######## design 1 ########
### Clock routing, design 1

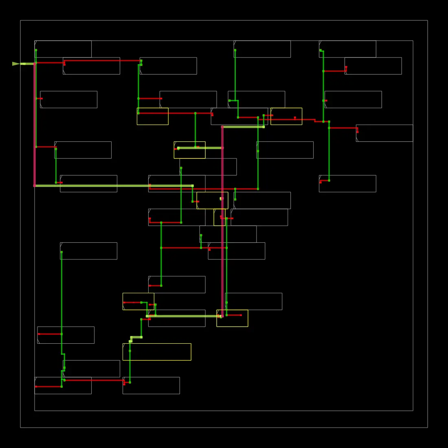

--- config.mk ---
export PLATFORM = sky130hd
export DESIGN_NAME = pipeline_ctrl
export DESIGN_NICKNAME = d
export VERILOG_FILES = /design/src/rtl/pipe_pkg.sv /design/src/rtl/hazard_detect.sv /design/src/rtl/pipeline_ctrl.sv
export SDC_FILE = /design/constraint.sdc
export NUM_CORES = 1
export LEC_CHECK = 0
export ABC_AREA = 1
export CORE_MARGIN = 2
export CORE_UTILIZATION = 53
export CTS_CLUSTER_DIAMETER = 150
export DETAILED_ROUTE_END_ITERATION = 10
export GPL_ROUTABILITY_DRIVEN = 1
export PLACE_DENSITY_LB_ADDON = 0.08
export REMOVE_ABC_BUFFERS = 1
export SETUP_SLACK_MARGIN = 0.1
export SYNTH_ARGS = -nofsm -noshare
export SYNTH_HDL_FRONTEND = slang
export SYNTH_SLANG_ARGS = --single-unit
--- constraint.sdc ---
create_clock -name clk -period 3 [get_ports clk]
set_clock_uncertainty 0.15 [all_clocks]
set_input_delay 0.45 -clock clk [delete_from_list [all_inputs] [get_ports clk]]
set_output_delay 0.45 -clock clk [all_outputs]
set_load 0.005 [all_outputs]
--- src/rtl/pipe_pkg.sv ---
// Shared types and defaults for the pipeline hazard/stall controller.
package pipe_pkg;

  localparam int unsigned REG_W           = 5;
  localparam int unsigned STALL_W         = 16;
  localparam int unsigned INIT_CYCLES_DEF = 4;
  localparam int unsigned MEM_TIMEOUT_DEF = 255;

  typedef enum logic [1:0] {
    INIT     = 2'd0,
    RUN      = 2'd1,
    MEM_WAIT = 2'd2
  } state_t;

endpackage

--- src/rtl/hazard_detect.sv ---
// Load-use hazard detection: a load in EX whose destination feeds the ID instruction.
module hazard_detect
  import pipe_pkg::*;
(
  input  logic [REG_W-1:0] id_rs,
  input  logic [REG_W-1:0] id_rt,
  input  logic             ex_mem_read,
  input  logic [REG_W-1:0] ex_rt,
  output logic             lu_hazard
);

  // r0 is hardwired to zero, so a load targeting it never creates a dependency
  assign lu_hazard = ex_mem_read && (ex_rt != '0) && ((ex_rt == id_rs) || (ex_rt == id_rt));

endmodule

--- src/rtl/pipeline_ctrl.sv ---
// Pipeline controller: post-reset drain, hazard prioritisation, memory-wait
// freeze with sticky timeout, and a saturating stall-cycle counter.
module pipeline_ctrl
  import pipe_pkg::*;
#(
  parameter int unsigned INIT_CYCLES = INIT_CYCLES_DEF,
  parameter int unsigned MEM_TIMEOUT = MEM_TIMEOUT_DEF
) (
  input  logic               clk,
  input  logic               rst,
  input  logic [REG_W-1:0]   id_rs,
  input  logic [REG_W-1:0]   id_rt,
  input  logic               id_jump,
  input  logic               ex_mem_read,
  input  logic [REG_W-1:0]   ex_rt,
  input  logic               ex_branch_taken,
  input  logic               ex_jr,
  input  logic               dmem_req,
  input  logic               dmem_ready,
  output logic               pc_write,
  output logic               ifid_write,
  output logic               idex_write,
  output logic               exmem_write,
  output logic               if_flush,
  output logic               id_flush,
  output logic               ex_flush,
  output logic               redirect,
  output logic               init_done,
  output logic               mem_timeout,
  output logic [STALL_W-1:0] stall_cycles
);

  localparam int unsigned DRAIN_W = (INIT_CYCLES > 1) ? $clog2(INIT_CYCLES) : 1;
  localparam int unsigned WAIT_W  = (MEM_TIMEOUT > 0) ? $clog2(MEM_TIMEOUT + 1) : 1;
  localparam logic [DRAIN_W-1:0] DRAIN_LAST = DRAIN_W'(INIT_CYCLES - 1);
  localparam logic [WAIT_W-1:0]  WAIT_MAX   = WAIT_W'(MEM_TIMEOUT);

  state_t             state_q, state_d;
  logic [DRAIN_W-1:0] drain_q;
  logic [WAIT_W-1:0]  wait_q;
  logic               lu_block_q;
  logic               lu_hazard;
  logic               lu_take;
  logic               mem_wait;

  hazard_detect u_hazard_detect (
    .id_rs       (id_rs),
    .id_rt       (id_rt),
    .ex_mem_read (ex_mem_read),
    .ex_rt       (ex_rt),
    .lu_hazard   (lu_hazard)
  );

  assign mem_wait = dmem_req & ~dmem_ready;

  always_ff @(posedge clk or posedge rst) begin
    if (rst) state_q <= INIT;
    else     state_q <= state_d;
  end

  // Next state and pipeline enables/flushes, highest-priority hazard first
  always_comb begin
    state_d     = state_q;
    pc_write    = 1'b0;
    ifid_write  = 1'b0;
    idex_write  = 1'b0;
    exmem_write = 1'b0;
    if_flush    = 1'b1;
    id_flush    = 1'b1;
    ex_flush    = 1'b1;
    redirect    = 1'b0;
    lu_take     = 1'b0;
    case (state_q)
      INIT: begin
        if (drain_q == DRAIN_LAST) state_d = RUN;
      end
      RUN, MEM_WAIT: begin
        if_flush = 1'b0;
        id_flush = 1'b0;
        ex_flush = 1'b0;
        if (mem_wait) begin
          state_d = MEM_WAIT;
        end else begin
          state_d     = RUN;
          pc_write    = 1'b1;
          ifid_write  = 1'b1;
          idex_write  = 1'b1;
          exmem_write = 1'b1;
          if (ex_branch_taken || ex_jr) begin
            redirect = 1'b1;
            if_flush = 1'b1;
            id_flush = 1'b1;
          end else if (lu_hazard && !lu_block_q) begin
            pc_write   = 1'b0;
            ifid_write = 1'b0;
            id_flush   = 1'b1;
            lu_take    = 1'b1;
          end else if (id_jump) begin
            if_flush = 1'b1;
          end
        end
      end
      default: state_d = INIT;
    endcase
  end

  // Drain counter and init_done; the count restarts on every reset
  always_ff @(posedge clk or posedge rst) begin
    if (rst) begin
      drain_q   <= '0;
      init_done <= 1'b0;
    end else begin
      if (state_q == INIT && state_d == INIT) drain_q <= drain_q + DRAIN_W'(1);
      if (state_d != INIT) init_done <= 1'b1;
    end
  end

  // Memory-wait counter and sticky timeout flag
  always_ff @(posedge clk or posedge rst) begin
    if (rst) begin
      wait_q      <= '0;
      mem_timeout <= 1'b0;
    end else begin
      if (state_q != MEM_WAIT && state_d == MEM_WAIT) wait_q <= '0;
      else if (state_q == MEM_WAIT && wait_q != WAIT_MAX) wait_q <= wait_q + WAIT_W'(1);
      if (state_q == MEM_WAIT && wait_q == WAIT_MAX) mem_timeout <= 1'b1;
    end
  end

  // One bubble per load-use: the held ID instruction is not stalled twice.
  // A memory freeze keeps the bubble in place, so the block is held too.
  always_ff @(posedge clk or posedge rst) begin
    if (rst) begin
      lu_block_q <= 1'b0;
    end else if (!(state_q != INIT && mem_wait)) begin
      lu_block_q <= lu_take;
    end
  end

  always_ff @(posedge clk or posedge rst) begin
    if (rst) begin
      stall_cycles <= '0;
    end else if (state_q != INIT && !pc_write && stall_cycles != {STALL_W{1'b1}}) begin
      stall_cycles <= stall_cycles + STALL_W'(1);
    end
  end

endmodule
######## design 2 ########
`config.mk`:
```
export PLATFORM = sky130hd
export DESIGN_NAME = shr_2
export DESIGN_NICKNAME = d
export VERILOG_FILES = /design/src/rtl/shr_pkg.sv /design/src/rtl/shr_2_core.sv /design/src/rtl/shr_2.sv
export SDC_FILE = /design/constraint.sdc
export NUM_CORES = 1
export LEC_CHECK = 0
export CORE_MARGIN = 4
export CORE_UTILIZATION = 25
export DETAILED_ROUTE_END_ITERATION = 8
export PLACE_DENSITY_LB_ADDON = 0.1
export SLEW_MARGIN = 5
export SYNTH_ARGS = -nofsm -noshare
export SYNTH_HDL_FRONTEND = slang
export SYNTH_SLANG_ARGS = --single-unit
```
`constraint.sdc`:
```
create_clock -name clk -period 2.95 [get_ports clk]
set_input_delay 0.4425 -clock clk [delete_from_list [all_inputs] [get_ports clk]]
set_output_delay 0.4425 -clock clk [all_outputs]
set_load 0.02 [all_outputs]
```
`src/rtl/shr_pkg.sv`:
```
// Shared definitions for the radix-4 right-shift-by-two unit: operation
// select encodings and the width of the residue carried out of the LSB end.
package shr_pkg;

  typedef enum logic [1:0] {
    MODE_FILL  = 2'b00,
    MODE_ARITH = 2'b01,
    MODE_ROT   = 2'b10,
    MODE_PASS  = 2'b11
  } shr_mode_e;

  localparam int RES_W = 2;

endpackage

```
`src/rtl/shr_2_core.sv`:
```
// Purely combinational shift core: produces the next result word and the
// residue (the two bits dropped off the LSB end) for the selected operation.
module shr_2_core
  import shr_pkg::*;
#(
  parameter int WIDTH = 8
) (
  input  logic [WIDTH-1:0] in,
  input  logic [1:0]       inadd,
  input  logic [1:0]       mode,
  output logic [WIDTH-1:0] next_out,
  output logic [RES_W-1:0] next_res
);

  // Select the shifted word; every shifting mode drops in[1:0] into the residue.
  always_comb begin
    next_out = in;
    next_res = in[1:0];
    case (shr_mode_e'(mode))
      MODE_FILL:  next_out = {inadd, in[WIDTH-1:2]};
      MODE_ARITH: next_out = {{2{in[WIDTH-1]}}, in[WIDTH-1:2]};
      MODE_ROT:   next_out = {in[1:0], in[WIDTH-1:2]};
      MODE_PASS: begin
        next_out = in;
        next_res = '0;
      end
      default: begin
        next_out = in;
        next_res = in[1:0];
      end
    endcase
  end

endmodule

```
`src/rtl/shr_2.sv`:
```
// One-stage registered right-shift-by-two unit. The combinational core
// computes the candidate result; this wrapper registers it together with a
// single-cycle valid pulse, so outputs never depend combinationally on inputs.
module shr_2
  import shr_pkg::*;
#(
  parameter int WIDTH = 8
) (
  input  logic             clk,
  input  logic             rst,
  input  logic             in_valid,
  input  logic [1:0]       mode,
  input  logic [WIDTH-1:0] in,
  input  logic [1:0]       inadd,
  output logic [WIDTH-1:0] out,
  output logic [RES_W-1:0] res,
  output logic             out_valid
);

  logic [WIDTH-1:0] next_out;
  logic [RES_W-1:0] next_res;

  shr_2_core #(
    .WIDTH(WIDTH)
  ) u_core (
    .in       (in),
    .inadd    (inadd),
    .mode     (mode),
    .next_out (next_out),
    .next_res (next_res)
  );

  // Capture the core result on accepted edges, hold it otherwise; reset wins over a simultaneous input.
  always_ff @(posedge clk) begin
    if (rst) begin
      out       <= '0;
      res       <= '0;
      out_valid <= 1'b0;
    end else if (in_valid) begin
      out       <= next_out;
      res       <= next_res;
      out_valid <= 1'b1;
    end else begin
      out_valid <= 1'b0;
    end
  end

endmodule

```
### Routed clock nets over the placement, design 1

Bar = 20 um.
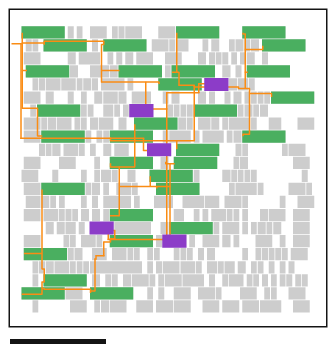
- orange: clock wires (length 406 um)
- green: flip-flops (count 31)
- purple: cells driving clock nets (count 5)
- routed clock nets: 6
- flops lie: widely spread
Clock Latency Late Sink: 280 ps
Clk network pwr share: 23.6%
clock network power: 427 uW

## Picture notes: 'Clock routing' of design 1
clock buf count: 6
Seq Cell Count: 31
CTS Buf Count: 5
CTS sink count: 31

==> Changelog: implementation, design 1 <==
### Metrics

* Gate Count Post-Synth at ~290
* TritonCTS clock tree: yes
* Endpoint class of the critical path: output pin
* OpenROAD warnings at 27
* Most frequent cell after synthesis: nand2_1
* DRC Markers at 0
* Critical path class: in2out
* Initial DRC Count at ~110
* Number of flip-flops in the largest register at 16
* Mux area share at 0%
* Worst Hold Class: reg2reg
* Most frequent cells in the layout: nand2_1 (91), clkdlybuf4s50_1 (46), inv_1 (40), nand3_1 (32), dfrtp_1 (31)
* Inverters at 44
* Status: finished, final reports clean
* Slowest CP cell: clkdlybuf4s50_1
* Core ar. at roughly 3700 um^2
* Area delta synth->final at 32.0%
* Syn. warnings at 0
* Diode count at 0
* Vias in the first global route at around 1,800
* Yosys cell types at 25
* Post-CTS sizing at 0
* Crit path required time at 2400 ps
* Fmax at approximately 360 MHz
* First drt pass iteration count at 5
* Post-synth top cells: nand2_1 (91), inv_1 (40), nand3_1 (33), dfrtp_1 (31), nor2_1 (30)
* Min setup slack post-route at ~230 ps
* Pre-CTS setup slack at around 210 ps
* Total Wirelength at 4550 um
* Crit-path leading delay family: buffers and inverters
==> design 1: path summary, 6_finish.rpt <==
path                       depth (start not counted)                   startpoint  slack, ps                           end
min in group asynchronous                          3                          rst        390         wait_q[3]$_DFFE_PP0P_
max in group asynchronous                          3                          rst       2020   stall_cycles[8]$_DFFE_PP0P_
max reg2reg                                        9  stall_cycles[0]$_DFFE_PP0P_        860  stall_cycles[10]$_DFFE_PP0P_
min reg2reg                                        2        init_done$_DFFE_PP0P_        310         init_done$_DFFE_PP0P_
min                                                2        init_done$_DFFE_PP0P_        310         init_done$_DFFE_PP0P_
max                                               10                     ex_rt[1]        230                      id_flush
==> design 1: per-layer routing <==
metal | share of wire [%] | wire length, um | GRT usage [%]
met4 | 1.7 | 78 | 8.59
met3 | 4.8 | 217 | 4.09
met2 | 51 | 2300 | 41.5
met1 | 43 | 1950 | 26.9
met5 | 0 | 0 | 0
==> design 1: report_power, final <==
part	switching, mW	internal, mW	leakage (nW)
combinational	0.446	0.356	0.911
sequential	0.0837	0.500	0.412
clock	0.158	0.269	0.0612
total	0.688	1.12	1.38
==> design 1: tightest hold or removal path, delay by kind of cell (launching register included) <==
kind	cells	cell delay, ps
flops	1	340
simple gates	1	50
buf+inv	1	40
### Placement by cell class, design 2

Bar = 20 um.
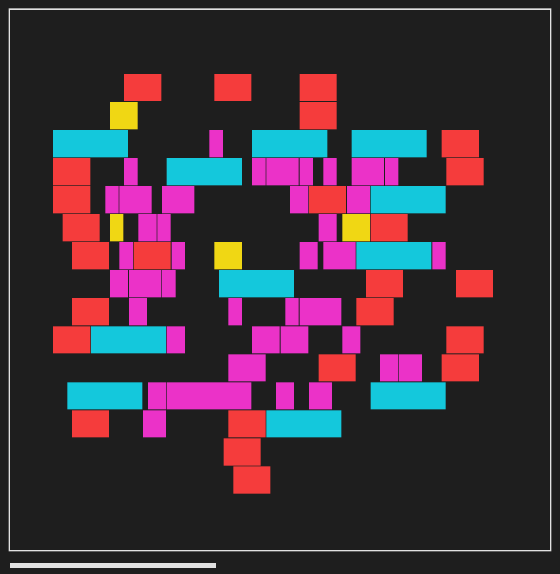
- cyan: flip-flops (cells 11)
- yellow: clock drivers and dummy loads (cells 4)
- red: other buffers and delay cells (cells 25)
- magenta: all other logic (cells 40)
Seq area share: 28.5%
final core occ: 42.8%

==> Changelog: implementation, design 2 <==
### Metrics

* RR Startpoint: out[0]$_SDFFE_PP0P_
* Flops after synth at 11
* First drt pass iteration count at 4
* Hpwl dp at about 920 um
* Fp_density at between 20% and 30%
* Synth logic family: simple AND/OR/NAND/NOR gates
* Buffers and inverters on the worst path at 1
* Total Wirelength at about 1300 um
* Crit path cell chain: clkdlybuf4s50_1 -> mux4_2 -> mux2i_1 -> nor2_1
* Crit. Startpoint: mode[0]
* CP max FO at 10
* Pwr top: registers
* RSZ-0062 raised after global routing: false
* Min setup slack post-route at between 1000 and 1500 ps
* Chip area at 2750 um^2
* Critical path class: in2reg
* Total power at 353 uW
* Worst path max stage delay at a little under 700 ps
* Status: finished, final reports clean
[design 2: layout by cell type, fill, tap and decap left out]
cell type        instances
dfxtp_1                 11
nand2_1                  7
nand3_1                  8
clkdlybuf4s50_1         25
or2b_1                   1
nor2b_1                  1
o211ai_1                 1
clkbuf_1                 1
nand2b_1                 3
mux2_2                   1
a21oi_1                  3
nor2_1                   7
mux4_2                   1
mux2i_1                  1
clkbuf_4                 3
a311oi_1                 6
[design 2: layer usage]
layer | track usage (%) | part of all wire, %
met2 | 15.9 | 46
met4 | 3.83 | 0.94
met3 | 5.13 | 9.0
met1 | 12.6 | 44
met5 | 0 | 0
[design 2: layout make-up]
cell class	instances	area, um^2
Tap cell	25	31.3
Multi-Input combinational cell	40	244
Fill cell	206	1030
Clock buffer	4	26.3
Sequential cell	11	220
Timing Repair Buffer	25	250
[design 2: synthesized netlist by cell type (all sizes together)]
master,number
dfxtp,11
buf,3
nand2,7
mux4,1
nor2,7
nor2b,1
nand3,8
mux2,1
or2b,1
nand2b,3
a311oi,6
mux2i,1
a21oi,3
clkbuf,2
o211ai,1
[design 2: sequential cells by signal (all words and copies together) (netlist names)]
name and count:
out_valid 1, out 8, res 2


## Gallery

Power grid.
Pins as bars on the die edge. Tap cells in grey.
panel A
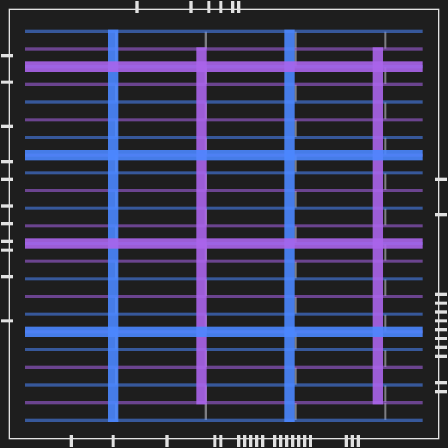
panel B
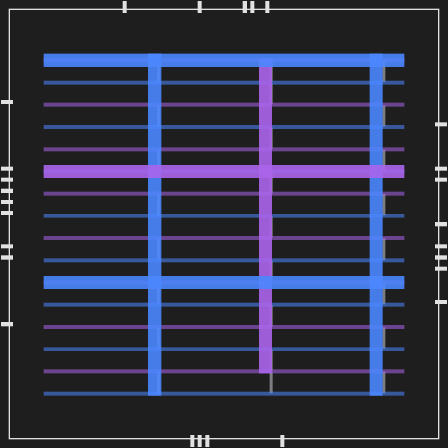
| picture | from |
|---|---|
| panel B | design 2 |
| panel A | design 1 |
Of these, largest die: panel A
Of these, most pins: panel A

Key to panel B:
- purple: VDD
- blue: VSS
- signal pins: 26
- tap cells: 25

Power figures rest on the tool's default switching activity, not on a simulated workload.
